==================== design 1
Fig. 1: design 1, routed metal per tile
The die is cut into 14 by 11 equal tiles; dark blue is low, red is high, scaled to the fullest tile. Values are wire area over tile area, all layers added.
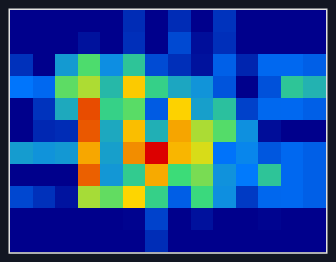

### config.mk
export PLATFORM = sky130hd
export DESIGN_NAME = fir_controller
export DESIGN_NICKNAME = d
export VERILOG_FILES = /design/src/rtl/fir_controller.sv
export SDC_FILE = /design/constraint.sdc
export NUM_CORES = 1
export LEC_CHECK = 0
export CELL_PAD_IN_SITES_DETAIL_PLACEMENT = 2
export CELL_PAD_IN_SITES_GLOBAL_PLACEMENT = 2
export CORE_ASPECT_RATIO = 0.7
export CORE_MARGIN = 8
export CORE_UTILIZATION = 30
export DETAILED_ROUTE_END_ITERATION = 12
export PLACE_DENSITY_LB_ADDON = 0.1
export SETUP_SLACK_MARGIN = 0.2
export SLEW_MARGIN = 20
export SYNTH_ARGS = -nofsm -noshare
export SYNTH_HDL_FRONTEND = slang
export SYNTH_SLANG_ARGS = --single-unit
### constraint.sdc
create_clock -name clk_i -period 2.1 [get_ports clk_i]
set_clock_uncertainty 0.15 [all_clocks]
set_input_delay 0.63 -clock clk_i [delete_from_list [all_inputs] [get_ports clk_i]]
set_output_delay 0.63 -clock clk_i [all_outputs]
set_load 0.02 [all_outputs]
### src/rtl/fir_controller.sv
// Sequencing FSM for the FIR datapath: shifts the delay line, clears the accumulator,
// steps the MAC through every tap, then flags the result. Overrun/overflow abort into ERR.
module fir_controller #(
  parameter  int NUM_TAPS = 4,
  localparam int TAP_W    = $clog2(NUM_TAPS)
) (
  input  logic             clk_i,
  input  logic             n_rst_i,
  input  logic             data_ready_i,
  input  logic             coeff_ready_i,
  input  logic             overflow_i,
  output logic             shift_en_o,
  output logic             acc_clear_o,
  output logic             acc_en_o,
  output logic [TAP_W-1:0] tap_sel_o,
  output logic             fir_out_valid_o,
  output logic             cnt_up_o,
  output logic             clear_o,
  output logic             modwait_o,
  output logic             err_o
);

  typedef enum logic [2:0] {
    IDLE = 3'd0,
    LOAD = 3'd1,
    ZERO = 3'd2,
    MAC  = 3'd3,
    DONE = 3'd4,
    ERR  = 3'd5
  } state_t;

  localparam logic [TAP_W-1:0] LastTap = TAP_W'(NUM_TAPS - 1);

  state_t           state_q, state_d;
  logic [TAP_W-1:0] tap_q, tap_d;
  logic             recover_q, recover_d;

  logic             shift_en_q, acc_clear_q, acc_en_q, fir_out_valid_q;
  logic             cnt_up_q, clear_q, modwait_q, err_q;
  logic [TAP_W-1:0] tap_sel_q;

  // A strobe while busy, or an overflow while accumulating, abandons the run.
  always_comb begin
    state_d   = state_q;
    tap_d     = '0;
    recover_d = recover_q;
    case (state_q)
      IDLE: if (data_ready_i && coeff_ready_i) state_d = LOAD;
      LOAD: begin
        recover_d = 1'b0;
        state_d   = data_ready_i ? ERR : ZERO;
      end
      ZERO: state_d = data_ready_i ? ERR : MAC;
      MAC: begin
        if (data_ready_i || overflow_i) begin
          state_d = ERR;
        end else if (tap_q == LastTap) begin
          state_d = DONE;
        end else begin
          tap_d = tap_q + TAP_W'(1);
        end
      end
      DONE: state_d = data_ready_i ? ERR : IDLE;
      ERR:  if (data_ready_i && coeff_ready_i) state_d = LOAD;
      default: state_d = IDLE;
    endcase
    if (state_d == ERR) recover_d = 1'b1;
  end

  // Outputs are registered from the next state so each one lines up with its state cycle.
  always_ff @(posedge clk_i or negedge n_rst_i) begin
    if (!n_rst_i) begin
      state_q         <= IDLE;
      tap_q           <= '0;
      recover_q       <= 1'b0;
      shift_en_q      <= 1'b0;
      acc_clear_q     <= 1'b0;
      acc_en_q        <= 1'b0;
      tap_sel_q       <= '0;
      fir_out_valid_q <= 1'b0;
      cnt_up_q        <= 1'b0;
      clear_q         <= 1'b0;
      modwait_q       <= 1'b0;
      err_q           <= 1'b0;
    end else begin
      state_q         <= state_d;
      tap_q           <= tap_d;
      recover_q       <= recover_d;
      shift_en_q      <= (state_d == LOAD);
      clear_q         <= (state_d == LOAD) && recover_q;
      acc_clear_q     <= (state_d == ZERO);
      acc_en_q        <= (state_d == MAC);
      tap_sel_q       <= (state_d == MAC) ? tap_d : '0;
      fir_out_valid_q <= (state_d == DONE);
      cnt_up_q        <= (state_d == DONE);
      modwait_q       <= (state_d == LOAD) || (state_d == ZERO) ||
                         (state_d == MAC)  || (state_d == DONE);
      err_q           <= (state_d == ERR);
    end
  end

  assign shift_en_o      = shift_en_q;
  assign acc_clear_o     = acc_clear_q;
  assign acc_en_o        = acc_en_q;
  assign tap_sel_o       = tap_sel_q;
  assign fir_out_valid_o = fir_out_valid_q;
  assign cnt_up_o        = cnt_up_q;
  assign clear_o         = clear_q;
  assign modwait_o       = modwait_q;
  assign err_o           = err_q;

endmodule
==================== design 2
===== src/rtl/io_arb_pkg.sv =====
// io_arb_pkg: shared constants for the IO/UART arbitration slice
package io_arb_pkg;
   localparam int UART_DEPTH_DEF = 8;
   localparam int IO_BUSY_BIT    = 9;
   localparam int IO_UART_WORD   = 1;
   localparam int IO_STATUS_WORD = 2;
   localparam int IO_HALT_WORD   = 3;
   function automatic logic [1:0] accept_cnt(input logic [1:0] n_req, input int unsigned free);
      return (free >= 32'(n_req)) ? n_req : free[1:0];
   endfunction
endpackage


===== src/rtl/fifo_2w1r.sv =====
// fifo_2w1r: byte FIFO with two write ports (push1 only alongside push0) and one show-ahead read port
module fifo_2w1r #(
   parameter int DEPTH = 8
) (
   input  logic                     clk,
   input  logic                     reset,
   input  logic                     push0,
   input  logic [7:0]               d0,
   input  logic                     push1,
   input  logic [7:0]               d1,
   input  logic                     pop,
   output logic [7:0]               head,
   output logic [$clog2(DEPTH):0]   count
);
   localparam int AW = $clog2(DEPTH);
   localparam int CW = AW + 1;
   logic [7:0]    mem [DEPTH];
   logic [AW-1:0] wr_ptr, rd_ptr;
   // storage writes; the older byte lands at wr_ptr, the younger one right after it
   always_ff @(posedge clk) begin
      if (push0) mem[wr_ptr] <= d0;
      if (push1) mem[wr_ptr + AW'(1)] <= d1;
   end
   // pointers wrap modulo DEPTH; count carries the extra bit to tell full from empty
   always_ff @(posedge clk or posedge reset) begin
      if (reset) begin
         wr_ptr <= '0;
         rd_ptr <= '0;
         count  <= '0;
      end else begin
         wr_ptr <= wr_ptr + AW'(push0) + AW'(push1);
         rd_ptr <= rd_ptr + AW'(pop);
         count  <= count + CW'(push0) + CW'(push1) - CW'(pop);
      end
   end
   assign head = mem[rd_ptr];
endmodule


===== src/rtl/uart_io_arbiter.sv =====
// uart_io_arbiter: merges slot A/B UART writes into one FIFO feeding the shared byte UART
module uart_io_arbiter
   import io_arb_pkg::*;
#(
   parameter int DEPTH = UART_DEPTH_DEF,
   parameter int CNT_W = 8
) (
   input  logic             clk,
   input  logic             reset,
   input  logic             a_valid,
   input  logic [7:0]       a_data,
   input  logic             b_valid,
   input  logic [7:0]       b_data,
   output logic             uart_valid,
   output logic [7:0]       uart_data,
   input  logic             uart_ready,
   output logic             busy,
   output logic             empty,
   output logic             overflow,
   input  logic             clr_overflow,
   output logic [CNT_W-1:0] drop_cnt
);
   localparam int CW = $clog2(DEPTH) + 1;
   logic [CW-1:0]  count, free;
   logic [1:0]     n_req, n_acc, n_drop;
   logic           push0, push1, pop;
   logic [7:0]     d0;
   logic [CNT_W:0] cnt_sum;
   // space is judged on registered count only, so a same-cycle pop never frees room for a push
   assign free    = CW'(DEPTH) - count;
   assign n_req   = {1'b0, a_valid} + {1'b0, b_valid};
   assign n_acc   = accept_cnt(n_req, 32'(free));
   assign n_drop  = n_req - n_acc;
   assign push0   = n_acc != 2'd0;
   assign push1   = n_acc == 2'd2;
   assign d0      = a_valid ? a_data : b_data;
   assign pop     = uart_valid & uart_ready;
   assign cnt_sum = {1'b0, drop_cnt} + (CNT_W+1)'(n_drop);
   fifo_2w1r #(.DEPTH(DEPTH)) u_fifo (
      .clk   (clk),
      .reset (reset),
      .push0 (push0),
      .d0    (d0),
      .push1 (push1),
      .d1    (b_data),
      .pop   (pop),
      .head  (uart_data),
      .count (count)
   );
   assign uart_valid = count != '0;
   assign empty      = count == '0;
   assign busy       = count > CW'(DEPTH - 2);
   // sticky overflow and saturating drop counter; a clear discards that cycle's drops
   always_ff @(posedge clk or posedge reset) begin
      if (reset) begin
         overflow <= 1'b0;
         drop_cnt <= '0;
      end else if (clr_overflow) begin
         overflow <= 1'b0;
         drop_cnt <= '0;
      end else if (n_drop != 2'd0) begin
         overflow <= 1'b1;
         drop_cnt <= cnt_sum[CNT_W] ? '1 : cnt_sum[CNT_W-1:0];
      end
   end
endmodule


===== config.mk =====
export PLATFORM = sky130hd
export DESIGN_NAME = uart_io_arbiter
export DESIGN_NICKNAME = d
export VERILOG_FILES = /design/src/rtl/io_arb_pkg.sv /design/src/rtl/fifo_2w1r.sv /design/src/rtl/uart_io_arbiter.sv
export SDC_FILE = /design/constraint.sdc
export NUM_CORES = 1
export LEC_CHECK = 0
export CORE_MARGIN = 2
export CORE_UTILIZATION = 52
export DETAILED_ROUTE_END_ITERATION = 10
export PLACE_DENSITY = 0.76
export SYNTH_ARGS = -nofsm -noshare
export SYNTH_HDL_FRONTEND = slang
export SYNTH_HIERARCHICAL = 1
export SYNTH_SLANG_ARGS = --single-unit

===== constraint.sdc =====
create_clock -name clk -period 3.6 [get_ports clk]
set_input_delay 1.08 -clock clk [delete_from_list [all_inputs] [get_ports clk]]
set_output_delay 1.08 -clock clk [all_outputs]
set_load 0.1 [all_outputs]

==================== design 3
### src/rtl/fetch_stage.sv
// -----------------------------------------------------------------------------
// fetch_stage
//
// Instruction fetch stage of the RNBIP-2 3-stage pipeline. Owns the program
// counter, drives the (combinational) program-memory address, and hands each
// fetched word to the first control pipeline register together with its
// evaluated condition flag and the return address (PC+1).
//
// Control-flow hazards are resolved by freezing fetch after any branch, call
// or return. BR_SHADOW NOP bubbles are emitted while the instruction travels
// to the last control stage. That stage then either redirects the PC
// (l_pc=1) or lets fetch resume at branch+1.
//
// Ports
//   clk        in   system clock, all state on posedge
//   rst        in   synchronous active-high reset
//   pm_addr    out  program-memory address (= PC)
//   pm_data    in   instruction word at pm_addr; opcode [15:8], operand [7:0]
//   flags      in   status flags, indexed by the condition field pm_data[10:8]
//   stall      in   fetch hold request (only honoured in RUN)
//   l_pc       in   PC load strobe from the last control stage
//   s11, s10   in   PC-source select: 01 br_od, 11 tgt_reg, 10 tgt_stk, 00 hold
//   tgt_reg    in   register-sourced absolute target
//   tgt_stk    in   return address popped from the stack
//   segment    out  instruction word to the first control stage (NOP = 0)
//   fl         out  condition flag belonging to segment
//   pc_out     out  next PC / return address belonging to segment
// -----------------------------------------------------------------------------
module fetch_stage #(
    parameter int              PC_W      = 8,
    parameter logic [PC_W-1:0] RESET_PC  = '0,
    parameter int              BR_SHADOW = 3
) (
    input  logic            clk,
    input  logic            rst,
    output logic [PC_W-1:0] pm_addr,
    input  logic [15:0]     pm_data,
    input  logic [7:0]      flags,
    input  logic            stall,
    input  logic            l_pc,
    input  logic            s11,
    input  logic            s10,
    input  logic [PC_W-1:0] tgt_reg,
    input  logic [PC_W-1:0] tgt_stk,
    output logic [15:0]     segment,
    output logic            fl,
    output logic [PC_W-1:0] pc_out
);

    localparam int CNT_W = (BR_SHADOW < 2) ? 1 : $clog2(BR_SHADOW + 1);

    typedef enum logic {
        ST_RUN  = 1'b0,
        ST_WAIT = 1'b1
    } state_t;

    state_t          r_state;
    state_t          w_state_next;
    logic [PC_W-1:0] r_pc;
    logic [PC_W-1:0] w_pc_next;
    logic [7:0]      r_br_od;
    logic [7:0]      w_br_od_next;
    logic [CNT_W-1:0] r_cnt;
    logic [CNT_W-1:0] w_cnt_next;

    logic [PC_W-1:0] w_pc_inc;
    logic [PC_W-1:0] w_redirect_tgt;
    logic [7:0]      w_op;
    logic            w_bubble;
    logic            w_cf_op;
    logic            w_cf;

    // Increment wraps naturally at 2^PC_W.
    assign w_pc_inc = r_pc + PC_W'(1);

    // The PC register is still unknown in the very first reset cycle, so the
    // address and return address are forced to their reset values directly.
    assign pm_addr = rst ? RESET_PC : r_pc;
    assign pc_out  = rst ? (RESET_PC + PC_W'(1)) : w_pc_inc;

    // A slot is a bubble during reset, for the whole branch shadow, and while
    // a stall is requested in RUN.
    assign w_bubble = rst || (r_state == ST_WAIT) || stall;

    assign segment = w_bubble ? 16'h0000 : pm_data;
    assign fl      = w_bubble ? 1'b0 : flags[pm_data[10:8]];

    // Control-flow opcode classes: 0000_0011..0000_0111, 0000_1xxx,
    // 0010_1xxx, 0011_xxxx, 0100_1xxx.
    assign w_op    = pm_data[15:8];
    assign w_cf_op = ((w_op[7:3] == 5'b00000) && (w_op[2:0] >= 3'd3)) ||
                     (w_op[7:3] == 5'b00001) ||
                     (w_op[7:3] == 5'b00101) ||
                     (w_op[7:4] == 4'b0011)  ||
                     (w_op[7:3] == 5'b01001);
    assign w_cf    = w_cf_op && !w_bubble;

    // Redirect target; select 00 deliberately keeps the current PC.
    always_comb begin
        w_redirect_tgt = r_pc;
        unique case ({s11, s10})
            2'b01:   w_redirect_tgt = PC_W'(r_br_od);
            2'b11:   w_redirect_tgt = tgt_reg;
            2'b10:   w_redirect_tgt = tgt_stk;
            default: w_redirect_tgt = r_pc;
        endcase
    end

    always_comb begin
        w_state_next = r_state;
        w_pc_next    = r_pc;
        w_br_od_next = r_br_od;
        w_cnt_next   = r_cnt;

        unique case (r_state)
            ST_RUN: begin
                if (!stall) begin
                    w_pc_next = w_pc_inc;
                    if (w_cf) begin
                        w_br_od_next = pm_data[7:0];
                        w_cnt_next   = CNT_W'(BR_SHADOW);
                        w_state_next = ST_WAIT;
                    end
                end
            end
            ST_WAIT: begin
                // stall is ignored here: the downstream stages keep moving and
                // the shadow must expire on schedule.
                w_cnt_next = r_cnt - CNT_W'(1);
                if (r_cnt == CNT_W'(1)) begin
                    w_state_next = ST_RUN;
                end
            end
            default: begin
                w_state_next = ST_RUN;
            end
        endcase

        // A redirect overrides both the increment and a stall hold, and
        // terminates any outstanding shadow.
        if (l_pc) begin
            w_pc_next = w_redirect_tgt;
            if (r_state == ST_WAIT) begin
                w_state_next = ST_RUN;
                w_cnt_next   = '0;
            end
        end
    end

    always_ff @(posedge clk) begin
        if (rst) begin
            r_state <= ST_RUN;
            r_pc    <= RESET_PC;
            r_br_od <= 8'h00;
            r_cnt   <= '0;
        end else begin
            r_state <= w_state_next;
            r_pc    <= w_pc_next;
            r_br_od <= w_br_od_next;
            r_cnt   <= w_cnt_next;
        end
    end

endmodule

### config.mk
export PLATFORM = sky130hd
export DESIGN_NAME = fetch_stage
export DESIGN_NICKNAME = d
export VERILOG_FILES = /design/src/rtl/fetch_stage.sv
export SDC_FILE = /design/constraint.sdc
export NUM_CORES = 1
export LEC_CHECK = 0
export CAP_MARGIN = 20
export CORE_UTILIZATION = 43
export DETAILED_ROUTE_END_ITERATION = 7
export GPL_TIMING_DRIVEN = 0
export PLACE_DENSITY_LB_ADDON = 0.08
export SLEW_MARGIN = 25
export SYNTH_ARGS = -nofsm -noshare
export SYNTH_HDL_FRONTEND = slang
export SYNTH_SLANG_ARGS = --single-unit
### constraint.sdc
create_clock -name clk -period 2.3 [get_ports clk]
set_input_delay 0.575 -clock clk [delete_from_list [all_inputs] [get_ports clk]]
set_output_delay 0.575 -clock clk [all_outputs]
set_load 0.02 [all_outputs]
==================== design 4
### src/rtl/branch_info_queue_if.sv
// Alloc / commit / head bundle for the branch info queue.
// master = core side (decoder + ROB), slave = queue.
interface branch_info_queue_if #(
  parameter int PTR_W   = 4,
  parameter int PC_W    = 32,
  parameter int GHIST_W = 8
);
  logic               alloc_valid;
  logic [PC_W-1:0]    alloc_pc;
  logic [GHIST_W-1:0] alloc_ghistory;
  logic               alloc_pred;
  logic               alloc_pred_gshare;
  logic               alloc_pred_2bit;
  logic [PC_W-1:0]    alloc_recovery_target;
  logic               alloc_ready;
  logic [PTR_W-1:0]   alloc_tag;

  logic               commit_valid;
  logic               commit_outcome;
  logic               flush_in;

  logic               head_valid;
  logic [PC_W-1:0]    head_pc;
  logic [GHIST_W-1:0] head_ghistory;
  logic               head_pred_gshare;
  logic               head_pred_2bit;
  logic               mispredict;
  logic [PC_W-1:0]    recovery_target;

  modport master (
    output alloc_valid, alloc_pc, alloc_ghistory,
    output alloc_pred, alloc_pred_gshare, alloc_pred_2bit,
    output alloc_recovery_target,
    output commit_valid, commit_outcome, flush_in,
    input  alloc_ready, alloc_tag,
    input  head_valid, head_pc, head_ghistory,
    input  head_pred_gshare, head_pred_2bit,
    input  mispredict, recovery_target
  );

  modport slave (
    input  alloc_valid, alloc_pc, alloc_ghistory,
    input  alloc_pred, alloc_pred_gshare, alloc_pred_2bit,
    input  alloc_recovery_target,
    input  commit_valid, commit_outcome, flush_in,
    output alloc_ready, alloc_tag,
    output head_valid, head_pc, head_ghistory,
    output head_pred_gshare, head_pred_2bit,
    output mispredict, recovery_target
  );
endinterface

### src/rtl/branch_info_queue.sv
// In-order circular queue of branch prediction metadata.
// Ports: clk, rst_n, bus (alloc/commit/head), count/full/empty, error + stats.
module branch_info_queue #(
  parameter int DEPTH   = 16,
  parameter int PTR_W   = $clog2(DEPTH),
  parameter int PC_W    = 32,
  parameter int GHIST_W = 8
) (
  input  logic             clk,
  input  logic             rst_n,
  branch_info_queue_if.slave bus,
  output logic [PTR_W:0]   count,
  output logic             full,
  output logic             empty,
  output logic             err_underflow,
  output logic [31:0]      commit_cnt,
  output logic [31:0]      mispredict_cnt
);

  typedef struct packed {
    logic [PC_W-1:0]    pc;
    logic [GHIST_W-1:0] ghist;
    logic               pred;
    logic               pred_gshare;
    logic               pred_2bit;
    logic [PC_W-1:0]    target;
  } entry_t;

  entry_t           mem [DEPTH];
  entry_t           head;
  entry_t           wr_entry;
  logic [PTR_W-1:0] wr_ptr, rd_ptr;
  logic [PTR_W-1:0] wr_nxt, rd_nxt;
  logic [PTR_W:0]   cnt_nxt;
  logic             alloc_acc;
  logic             commit_acc;
  logic             mis;
  logic             mis_sq;

  assign full  = (count == (PTR_W+1)'(DEPTH));
  assign empty = (count == '0);

  assign head       = mem[rd_ptr];
  assign commit_acc = bus.commit_valid & ~empty;
  assign mis        = commit_acc &
                      (bus.commit_outcome != head.pred);
  // flush wins the pointer update; mispredict alone squashes
  assign mis_sq     = mis & ~bus.flush_in;
  assign alloc_acc  = bus.alloc_valid & ~full &
                      ~bus.flush_in & ~mis;

  assign wr_entry = '{
    pc:          bus.alloc_pc,
    ghist:       bus.alloc_ghistory,
    pred:        bus.alloc_pred,
    pred_gshare: bus.alloc_pred_gshare,
    pred_2bit:   bus.alloc_pred_2bit,
    target:      bus.alloc_recovery_target
  };

  assign bus.alloc_ready = ~full & ~bus.flush_in;
  assign bus.alloc_tag   = wr_ptr;

  assign bus.head_valid       = ~empty;
  assign bus.head_pc          = empty ? '0 : head.pc;
  assign bus.head_ghistory    = empty ? '0 : head.ghist;
  assign bus.head_pred_gshare = ~empty & head.pred_gshare;
  assign bus.head_pred_2bit   = ~empty & head.pred_2bit;
  assign bus.mispredict       = mis;
  assign bus.recovery_target  = mis ? head.target : '0;

  always_comb begin
    wr_nxt  = wr_ptr;
    rd_nxt  = rd_ptr;
    cnt_nxt = count;
    unique case (1'b1)
      bus.flush_in: begin
        wr_nxt  = rd_ptr;
        cnt_nxt = '0;
      end
      mis_sq: begin
        rd_nxt  = wr_ptr;
        cnt_nxt = '0;
      end
      default: begin
        if (alloc_acc)  wr_nxt = wr_ptr + 1'b1;
        if (commit_acc) rd_nxt = rd_ptr + 1'b1;
        cnt_nxt = count
                + (PTR_W+1)'(alloc_acc)
                - (PTR_W+1)'(commit_acc);
      end
    endcase
  end

  always_ff @(posedge clk or negedge rst_n) begin
    if (!rst_n) begin
      wr_ptr         <= '0;
      rd_ptr         <= '0;
      count          <= '0;
      err_underflow  <= 1'b0;
      commit_cnt     <= '0;
      mispredict_cnt <= '0;
      for (int i = 0; i < DEPTH; i++)
        mem[i] <= '0;
    end else begin
      wr_ptr <= wr_nxt;
      rd_ptr <= rd_nxt;
      count  <= cnt_nxt;
      if (alloc_acc)
        mem[wr_ptr] <= wr_entry;
      if (bus.commit_valid && empty)
        err_underflow <= 1'b1;
      if (commit_acc && commit_cnt != '1)
        commit_cnt <= commit_cnt + 1'b1;
      if (mis && mispredict_cnt != '1)
        mispredict_cnt <= mispredict_cnt + 1'b1;
    end
  end

endmodule

### src/flat_wrapper.sv
// flat-port wrapper written by rule: the top's interface ports become plain ports
module branch_info_queue_flat 
#(
  parameter int DEPTH   = 16,
  parameter int PTR_W   = $clog2(DEPTH),
  parameter int PC_W    = 32,
  parameter int GHIST_W = 8
)
  (clk, rst_n, count, full, empty, err_underflow, commit_cnt, mispredict_cnt, bus_alloc_valid, bus_alloc_pc, bus_alloc_ghistory, bus_alloc_pred, bus_alloc_pred_gshare, bus_alloc_pred_2bit, bus_alloc_recovery_target, bus_commit_valid, bus_commit_outcome, bus_flush_in, bus_alloc_ready, bus_alloc_tag, bus_head_valid, bus_head_pc, bus_head_ghistory, bus_head_pred_gshare, bus_head_pred_2bit, bus_mispredict, bus_recovery_target);
  branch_info_queue_if #(.PTR_W(PTR_W), .PC_W(PC_W), .GHIST_W(GHIST_W)) bus_i ();
  input  logic clk;
  input  logic rst_n;
  output logic [PTR_W:0] count;
  output logic full;
  output logic empty;
  output logic err_underflow;
  output logic [31:0] commit_cnt;
  output logic [31:0] mispredict_cnt;
  input wire logic [$bits(bus_i.alloc_valid)-1:0] bus_alloc_valid;
  input wire logic [$bits(bus_i.alloc_pc)-1:0] bus_alloc_pc;
  input wire logic [$bits(bus_i.alloc_ghistory)-1:0] bus_alloc_ghistory;
  input wire logic [$bits(bus_i.alloc_pred)-1:0] bus_alloc_pred;
  input wire logic [$bits(bus_i.alloc_pred_gshare)-1:0] bus_alloc_pred_gshare;
  input wire logic [$bits(bus_i.alloc_pred_2bit)-1:0] bus_alloc_pred_2bit;
  input wire logic [$bits(bus_i.alloc_recovery_target)-1:0] bus_alloc_recovery_target;
  input wire logic [$bits(bus_i.commit_valid)-1:0] bus_commit_valid;
  input wire logic [$bits(bus_i.commit_outcome)-1:0] bus_commit_outcome;
  input wire logic [$bits(bus_i.flush_in)-1:0] bus_flush_in;
  output wire logic [$bits(bus_i.alloc_ready)-1:0] bus_alloc_ready;
  output wire logic [$bits(bus_i.alloc_tag)-1:0] bus_alloc_tag;
  output wire logic [$bits(bus_i.head_valid)-1:0] bus_head_valid;
  output wire logic [$bits(bus_i.head_pc)-1:0] bus_head_pc;
  output wire logic [$bits(bus_i.head_ghistory)-1:0] bus_head_ghistory;
  output wire logic [$bits(bus_i.head_pred_gshare)-1:0] bus_head_pred_gshare;
  output wire logic [$bits(bus_i.head_pred_2bit)-1:0] bus_head_pred_2bit;
  output wire logic [$bits(bus_i.mispredict)-1:0] bus_mispredict;
  output wire logic [$bits(bus_i.recovery_target)-1:0] bus_recovery_target;
  assign bus_i.alloc_valid = bus_alloc_valid;
  assign bus_i.alloc_pc = bus_alloc_pc;
  assign bus_i.alloc_ghistory = bus_alloc_ghistory;
  assign bus_i.alloc_pred = bus_alloc_pred;
  assign bus_i.alloc_pred_gshare = bus_alloc_pred_gshare;
  assign bus_i.alloc_pred_2bit = bus_alloc_pred_2bit;
  assign bus_i.alloc_recovery_target = bus_alloc_recovery_target;
  assign bus_i.commit_valid = bus_commit_valid;
  assign bus_i.commit_outcome = bus_commit_outcome;
  assign bus_i.flush_in = bus_flush_in;
  assign bus_alloc_ready = bus_i.alloc_ready;
  assign bus_alloc_tag = bus_i.alloc_tag;
  assign bus_head_valid = bus_i.head_valid;
  assign bus_head_pc = bus_i.head_pc;
  assign bus_head_ghistory = bus_i.head_ghistory;
  assign bus_head_pred_gshare = bus_i.head_pred_gshare;
  assign bus_head_pred_2bit = bus_i.head_pred_2bit;
  assign bus_mispredict = bus_i.mispredict;
  assign bus_recovery_target = bus_i.recovery_target;
  branch_info_queue #(.DEPTH(DEPTH), .PTR_W(PTR_W), .PC_W(PC_W), .GHIST_W(GHIST_W)) u_core (.clk(clk), .rst_n(rst_n), .bus(bus_i), .count(count), .full(full), .empty(empty), .err_underflow(err_underflow), .commit_cnt(commit_cnt), .mispredict_cnt(mispredict_cnt));
endmodule
### config.mk
export PLATFORM = sky130hd
export DESIGN_NAME = branch_info_queue_flat
export DESIGN_NICKNAME = d
export VERILOG_FILES = /design/src/rtl/branch_info_queue_if.sv /design/src/rtl/branch_info_queue.sv /design/src/flat_wrapper.sv
export SDC_FILE = /design/constraint.sdc
export NUM_CORES = 2
export LEC_CHECK = 0
export ABC_CLOCK_PERIOD_IN_PS = 10050
export CAP_MARGIN = 20
export CORE_MARGIN = 5
export CORE_UTILIZATION = 30
export DETAILED_ROUTE_END_ITERATION = 6
export PLACE_DENSITY = 0.47
export SYNTH_ARGS = -nofsm -noshare
export SYNTH_HDL_FRONTEND = slang
export SYNTH_SLANG_ARGS = --single-unit
### constraint.sdc
create_clock -name clk -period 10.05 [get_ports clk]
set_input_delay 2.01 -clock clk [delete_from_list [all_inputs] [get_ports clk]]
set_output_delay 2.01 -clock clk [all_outputs]
set_load 0.02 [all_outputs]
Fig. 2: design 1, cells colored by class
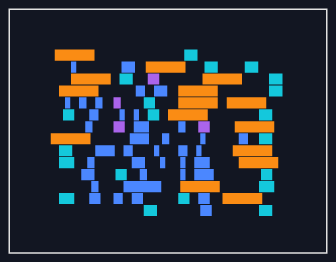
[blue] remaining logic cells | cells: 38 | share of their area: 31%
[purple] clock drivers and dummy loads | cells: 4 | share of their area: 3.3%
[orange] sequential cells | cells: 15 | share of their area: 45%
[cyan] remaining buffers and delay cells | cells: 20 | share of their area: 21%

Notes on Fig. 1 above:
nearly empty tiles: 35%
tiles over half the peak: 15%
fullest tile: 0.28
densest ninth of the die: center
mean over tiles: 0.062

==> README.md, design 1 <==
| Result | Value |
| --- | --- |
| Outcome | complete, no violations |
| Share of final layout cell area taken by non-clock buffers | 19.80% |
| Seq cells | 15 |
| Global routing met1 resource utilization | 10.20% |
| Area Overhead vs Synth | 31.81% |
| Cells along the critical path | clkdlybuf4s15_1 > nor3b_1 > a21oi_1 > or2_1 > and4_1 |
| Cell kind with the greatest summed area | sequential cells |
| Total inserted antenna cells | 0 |
| Clk ins delay skew pair | 280 ps |
| #MultiIn Comb | 35 |
| Worst hold slack across all endpoints | 318.3 ps |
| Leakage Power | 0.0004444 uW |
| End of the worst hold path | tap_q[0]$_DFF_PN0_ |
| Overall die area | 0.003967 sq mm |
| Top non-seq family | simple AND/OR/NAND/NOR gates |
| Largest type area fraction | 57.14% |
| Buffer depth of the longest clock path | 2 |
[design 1: through the flow]
step / instance area, sq um / instances / util [%] / setup WS, ps / TNS [ps]
final: 865.8 / 101 / 41.19 / 295.2 / 0
after global routing: 865.8 / 101 / 41.19 / 207.5 / 0
after CTS: 864.6 / 101 / 41.13 / 233.8 / 0
after detailed placement: 852.1 / 97 / 40.54 / -301.3 / -2387
after global placement: 852.1 / 97 / 40.54 / -261.0 / -1874
after floorplan: 656.9 / 56 / - / 337.9 / 0
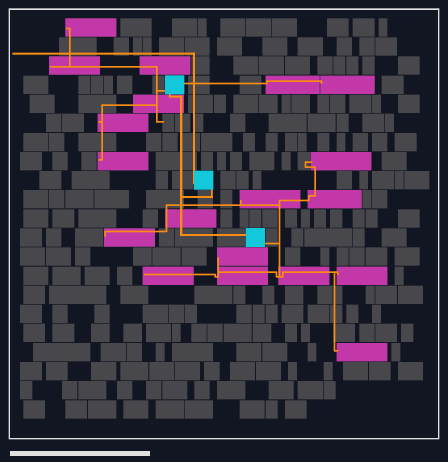
Fig. 3. Clock wires, drivers and flops (design 3).
Bar = 20 um.
[cyan] clock-net drivers | count: 3
[magenta] flip-flops | count: 19
[orange] clock wires | length: 256 um
routed clock nets: 4

==> README.md, design 3 <==
| Result | Value |
| --- | --- |
| Worst min-delay path category | flip-flop to flip-flop |
| Int Pwr | 564.2 uW |
| End of the worst hold path | r_pc[1]$_SDFFE_PP0P_ |
| Top cells by count, synth | sky130_fd_sc_hd__nor2_1, sky130_fd_sc_hd__dfxtp_1, sky130_fd_sc_hd__nor2b_1 |
| Proportion of register bits with asynchronous set or reset after synthesis | 0% |
| Chip area estimate from yosys synthesis | 0.001495 sq mm |
| Gates resized, CTS repair | 97 |
| Via-per-instance ratio | 5.121 |
| Met2 capacity usage during global routing | 39.40% |
| Highest layer used for signal routing | met4 |
| DP HPWL | 3138 um |
| And+or+nand+nor area frac | 28.79% |
| Synthesized net count | 229 |
| Proportion of synthesized area in mux cells | 18.66% |
| Count of non-CTS inverters in the layout | 4 |
| Count of non-filler cells in the finished layout | 307 |
| Unrepaired setup endpoints after global routing | no |
| Most instantiated flip-flop cell in the synthesis netlist | sky130_fd_sc_hd__dfxtp_1 |
| Register area share after synthesis | 25.44% |
| Critical-path maximum fanout | 8 |
| Area Overhead vs Synth | 56.82% |
| Top non-seq family | simple AND/OR/NAND/NOR gates |
| Core Rows | 21 |
| Share of final layout cell area taken by non-clock buffers | 34.36% |
| Outcome | complete, no violations |
| Worst Tran Pin Value | 537.7 ps |
| Depth of the CTS H-tree | 1 |
| Global routing met1 resource utilization | 29.22% |
| Design Power | 825.4 uW |
| Worst slew margin relative to its limit | 63.94% |
| Yosys stat cell total | 181 |
| Final core utilization | 70.27% |
| Number of instances in the placed design | 303 |
| Syn Area/Cell | 8.261 sq um |
| CP Data Arrival Time | 1660 ps |
| Total negative setup slack | 0 ps |
==> design 3: sequential cells by signal, summed over array words and instances, names as in the netlist <==
register and count:
r_br_od 8, r_state 1, r_pc 8, r_cnt 2
==> design 3: power groups by stage <==
stage	clock network (uW)	logic, uW	registers, uW
6_report	176	290	360
3_5_place_dp	0	306	364
2_1_floorplan	0	154	361
4_1_cts	179	292	359
5_1_grt	194	315	362
3_3_place_gp	0	303	364
==> design 3: critical path: cells and delay by family <==
family | cells | cell delay [ps]
buffers and inverters | 3 | 800
and+or+nand+nor | 2 | 280
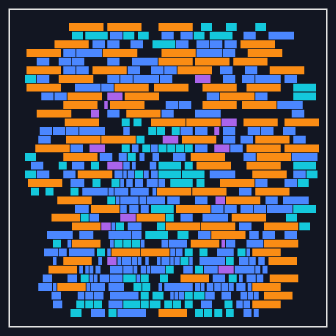
Fig. 4. Cells colored by class (design 2).
[blue] remaining logic cells | cells: 230 | share of their area: 40%
[orange] sequential cells | cells: 83 | share of their area: 41%
[cyan] remaining buffers and delay cells | cells: 95 | share of their area: 16%
[purple] clock drivers and dummy loads | cells: 16 | share of their area: 2.9%

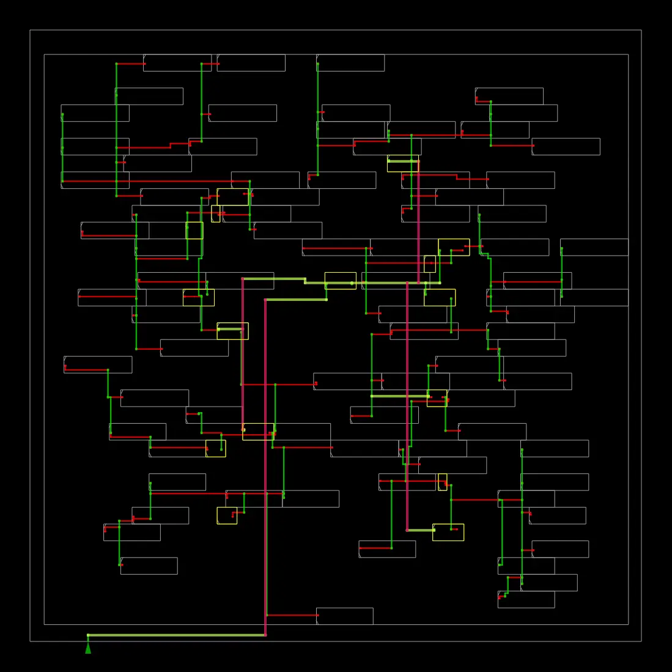
Fig. 5. The clock network (design 2).
clock net sink count: 83
clk ins delay skew pair: 350 ps
Seq cells: 83

==> README.md, design 2 <==
| Result | Value |
| --- | --- |
| Shortest period the worst path allows | 3555 ps |
| Tool warning count | 30 |
| Yosys top cell by area | sky130_fd_sc_hd__edfxtp_1 |
| Overall global routing resource usage | 22.84% |
| Endpoint of the lowest-slack register-to-register path | drop_cnt[0]$_DFFE_PP0P_ |
| Vias after detailed routing | 3110 |
| Total inserted antenna cells | 0 |
| Number of I/O pins | 42 |
| Final antenna-violating net count | 0 |
| Buffer depth of the longest clock path | 2 |
| Critical Path End | drop_cnt[0]$_DFFE_PP0P_ |
| Outcome | complete, no violations |
| Hold Path Cell Cnt | 1 |
| Core Rows | 34 |
| Combinational power | 3330 uW |
| Final-report hold violation count | 0 |
| First-pass GRT wire length | 16810 um |
| Worst Tran Pin Value | 576.5 ps |
| Number of register bits inferred by synthesis | 83 |
| Wire length per cell after detailed routing | 19.90 um |
| Share of cells above drive strength 1 | 51.42% |
| Total of hold buffers inserted after clock tree synthesis | 0 |
| Instance area at placement | 0.005748 sq mm |
| Chip area estimate from yosys synthesis | 0.004710 sq mm |
| Depth of the CTS H-tree | 3 |
| Design Power | 5501 uW |
| Setup-failing EPs final | 0 |
-- design 2: metal layers --
| layer | wire [um] | GRT usage [%] | up-vias |
|---|---|---|---|
| met3 | 401 | 3.935 | 9 |
| met1 | 4767 | 32.60 | 1588 |
| met4 | 138 | 6.744 | 0 |
| met5 | 0 | 0 | - |
| li1 | - | - | 1441 |
| met2 | 5280 | 36.43 | 72 |
-- design 2: cell type report --
cell class,count,area [sq um],area share [%]
sequential,83,2397,40.09
multi-input combinational,209,2263,37.85
timing repair buffer,95,934.6,15.63
tap,108,135.1,2.260
clock buffer,11,131.4,2.197
inverter,21,78.83,1.318
clock inverter,5,38.79,0.6487
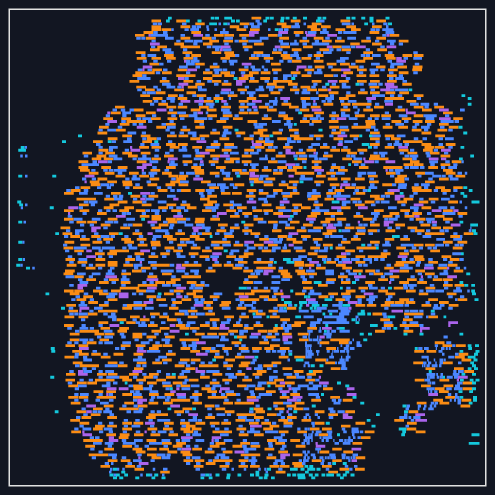
Fig. 6. Cells colored by class (design 4).
[purple] clock drivers and dummy loads | cells: 265 | share of their area: 7.6%
[orange] sequential cells | cells: 1278 | share of their area: 49%
[blue] remaining logic cells | cells: 1978 | share of their area: 38%
[cyan] remaining buffers and delay cells | cells: 299 | share of their area: 4.7%
fraction of standard cell area that is sequential: 46.91%
Core Box Area: 0.1924 sq mm

==> README.md, design 4 <==
| Result | Value |
| --- | --- |
| Design Power | 20940 uW |
| Area Overhead vs Synth | 17.61% |
| Number of instances in the placed design | 6081 |
| Endpoint kind of the worst setup timing path | output pin |
| Share of cells above drive strength 1 | 48.85% |
| Setup slack of the critical path after layout | 3061 ps |
| Shortest period the worst path allows | 6989 ps |
| Distinct lib cells | 49 |
| Worst setup startpoint | u_core.rd_ptr[3]$_DFFE_PN0P_ |
| Number of buffers created by CTS | 148 |
| FF-to-FF setup slack | 4200 ps |
| Final cell area excluding filler cells | 0.06821 sq mm |
| Final antenna-violating net count | 0 |
| Total negative setup slack | 0 ps |
| Clock net sink count | 1278 |
| Clock tree from TritonCTS | built |
| Register area | 0.03200 sq mm |
| Compound Share, Synth | 0.5307% |
| Largest type area fraction | 55.14% |
| Synthesized-area fraction occupied by xor and xnor cells | 1.044% |
| Post-Synthesis Cell Area | 0.05799 sq mm |
| Adder Share, Synth | 0.3150% |
| CP Data Arrival Time | 4980 ps |
| Outcome | complete, no violations |
| Most instantiated flip-flop cell in the synthesis netlist | sky130_fd_sc_hd__dfrtp_1 |
| Type of the setup path with the least slack | flip-flop to output pin |
| Cells along the critical path | buf_4 > mux4_2 > mux4_2 > xor2_4 > buf_4 > and3_1 > clkdlybuf4s50_1 |
| Worst Tran Pin Value | 1047 ps |
| Synthesized net count | 3671 |
| Final core utilization | 35.46% |
| Tap cells | 2526 |
| Buf+Inv Stages, Crit Path | 3 |
| DRC violation count after routing | 0 |
| Root Driver | sky130_fd_sc_hd__clkbuf_16 |
| Period utilization | 69.54% |
| Flip-flop count of the largest register after layout | 1200 |
| Proportion of register bits with asynchronous set or reset after synthesis | 100.0% |
| Wire length per cell after detailed routing | 25.79 um |
| Critical-path maximum fanout | 32 |
| Count of pins over their slew limit | 0 |
| Endpoint required time on the critical path | 8040 ps |
| Instance area at placement | 0.06323 sq mm |
| #MultiIn Comb | 1963 |
| Vias in the first global route | 34590 |
| Yosys stat cell total | 3576 |
[design 4: report_power, final]
part / switching (uW) / leakage (uW) / internal [uW] / total (uW)
clock: 2220 / 0.00243 / 3260 / 5480
sequential: 1060 / 0.0167 / 7140 / 8200
combinational: 3150 / 0.0113 / 4110 / 7260
total: 6420 / 0.0304 / 14500 / 20900
[design 4: per-layer routing]
layer	wire (um)	track usage [%]	vias up	share of wire [%]
li1	-	-	13730	-
met1	75690	22.46	17690	46
met2	77840	26.17	467	47
met3	6258	3.309	220	3.8
met4	4072	4.450	14	2.5
met5	68	0	-	0.041


==> layout pictures side by side <==
The clock network.
picture 1
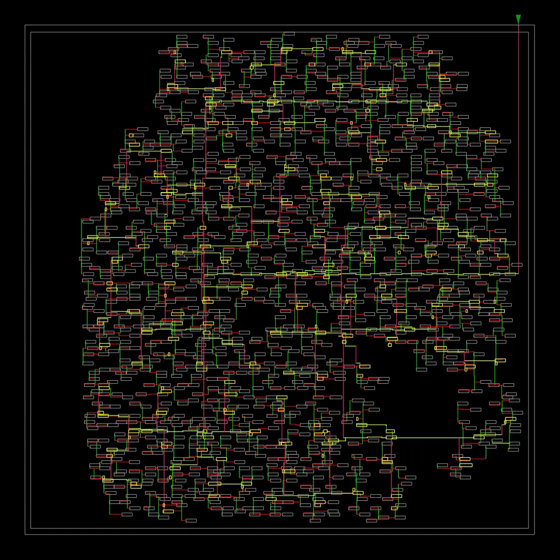
picture 2
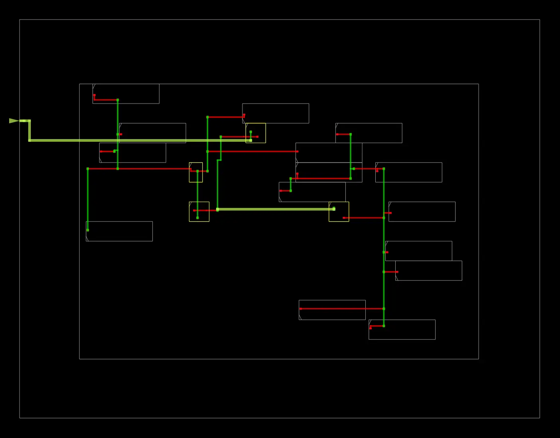
picture 3
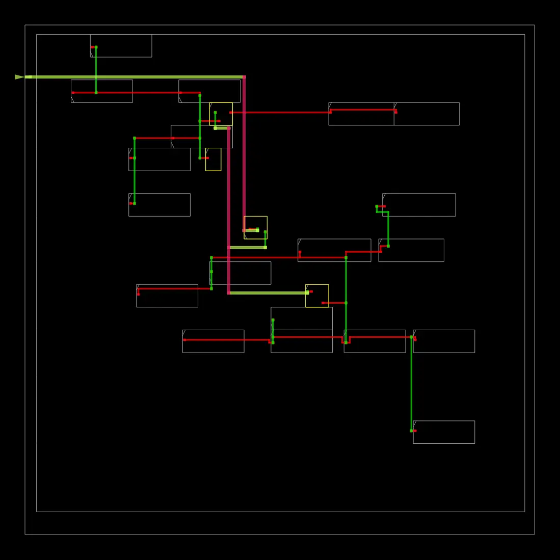
design 1 -> picture 2
design 4 -> picture 1
design 3 -> picture 3


==> notes/layouts.md <==
Pictures saved along the way, in no particular order.

Clock wires, drivers and flops.
image #1
Bar = 100 um.
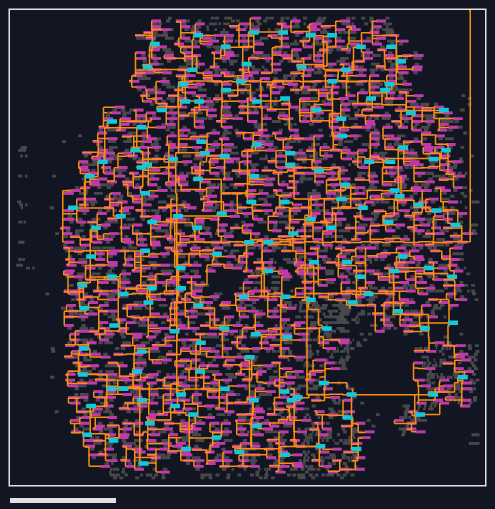
image #2
Bar = 20 um.
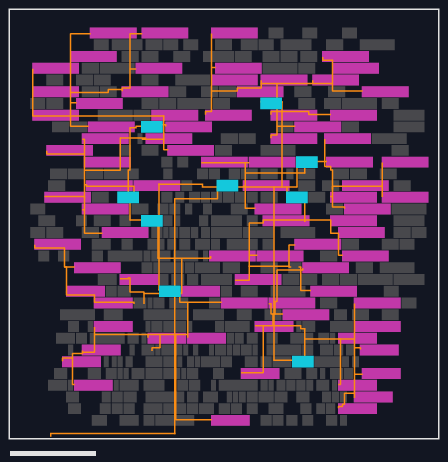
image #3
Bar = 20 um.
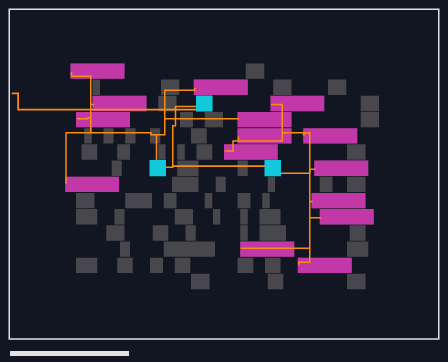
image #3: design 1
image #2: design 2
image #1: design 4

Key to image #1:
[magenta] flip-flops | count: 1278
[orange] clock wires | length: 18900 um
[cyan] clock-net drivers | count: 148
flops lie: widely spread
routed clock nets: 149

Power is estimated from default activity; no workload was simulated.
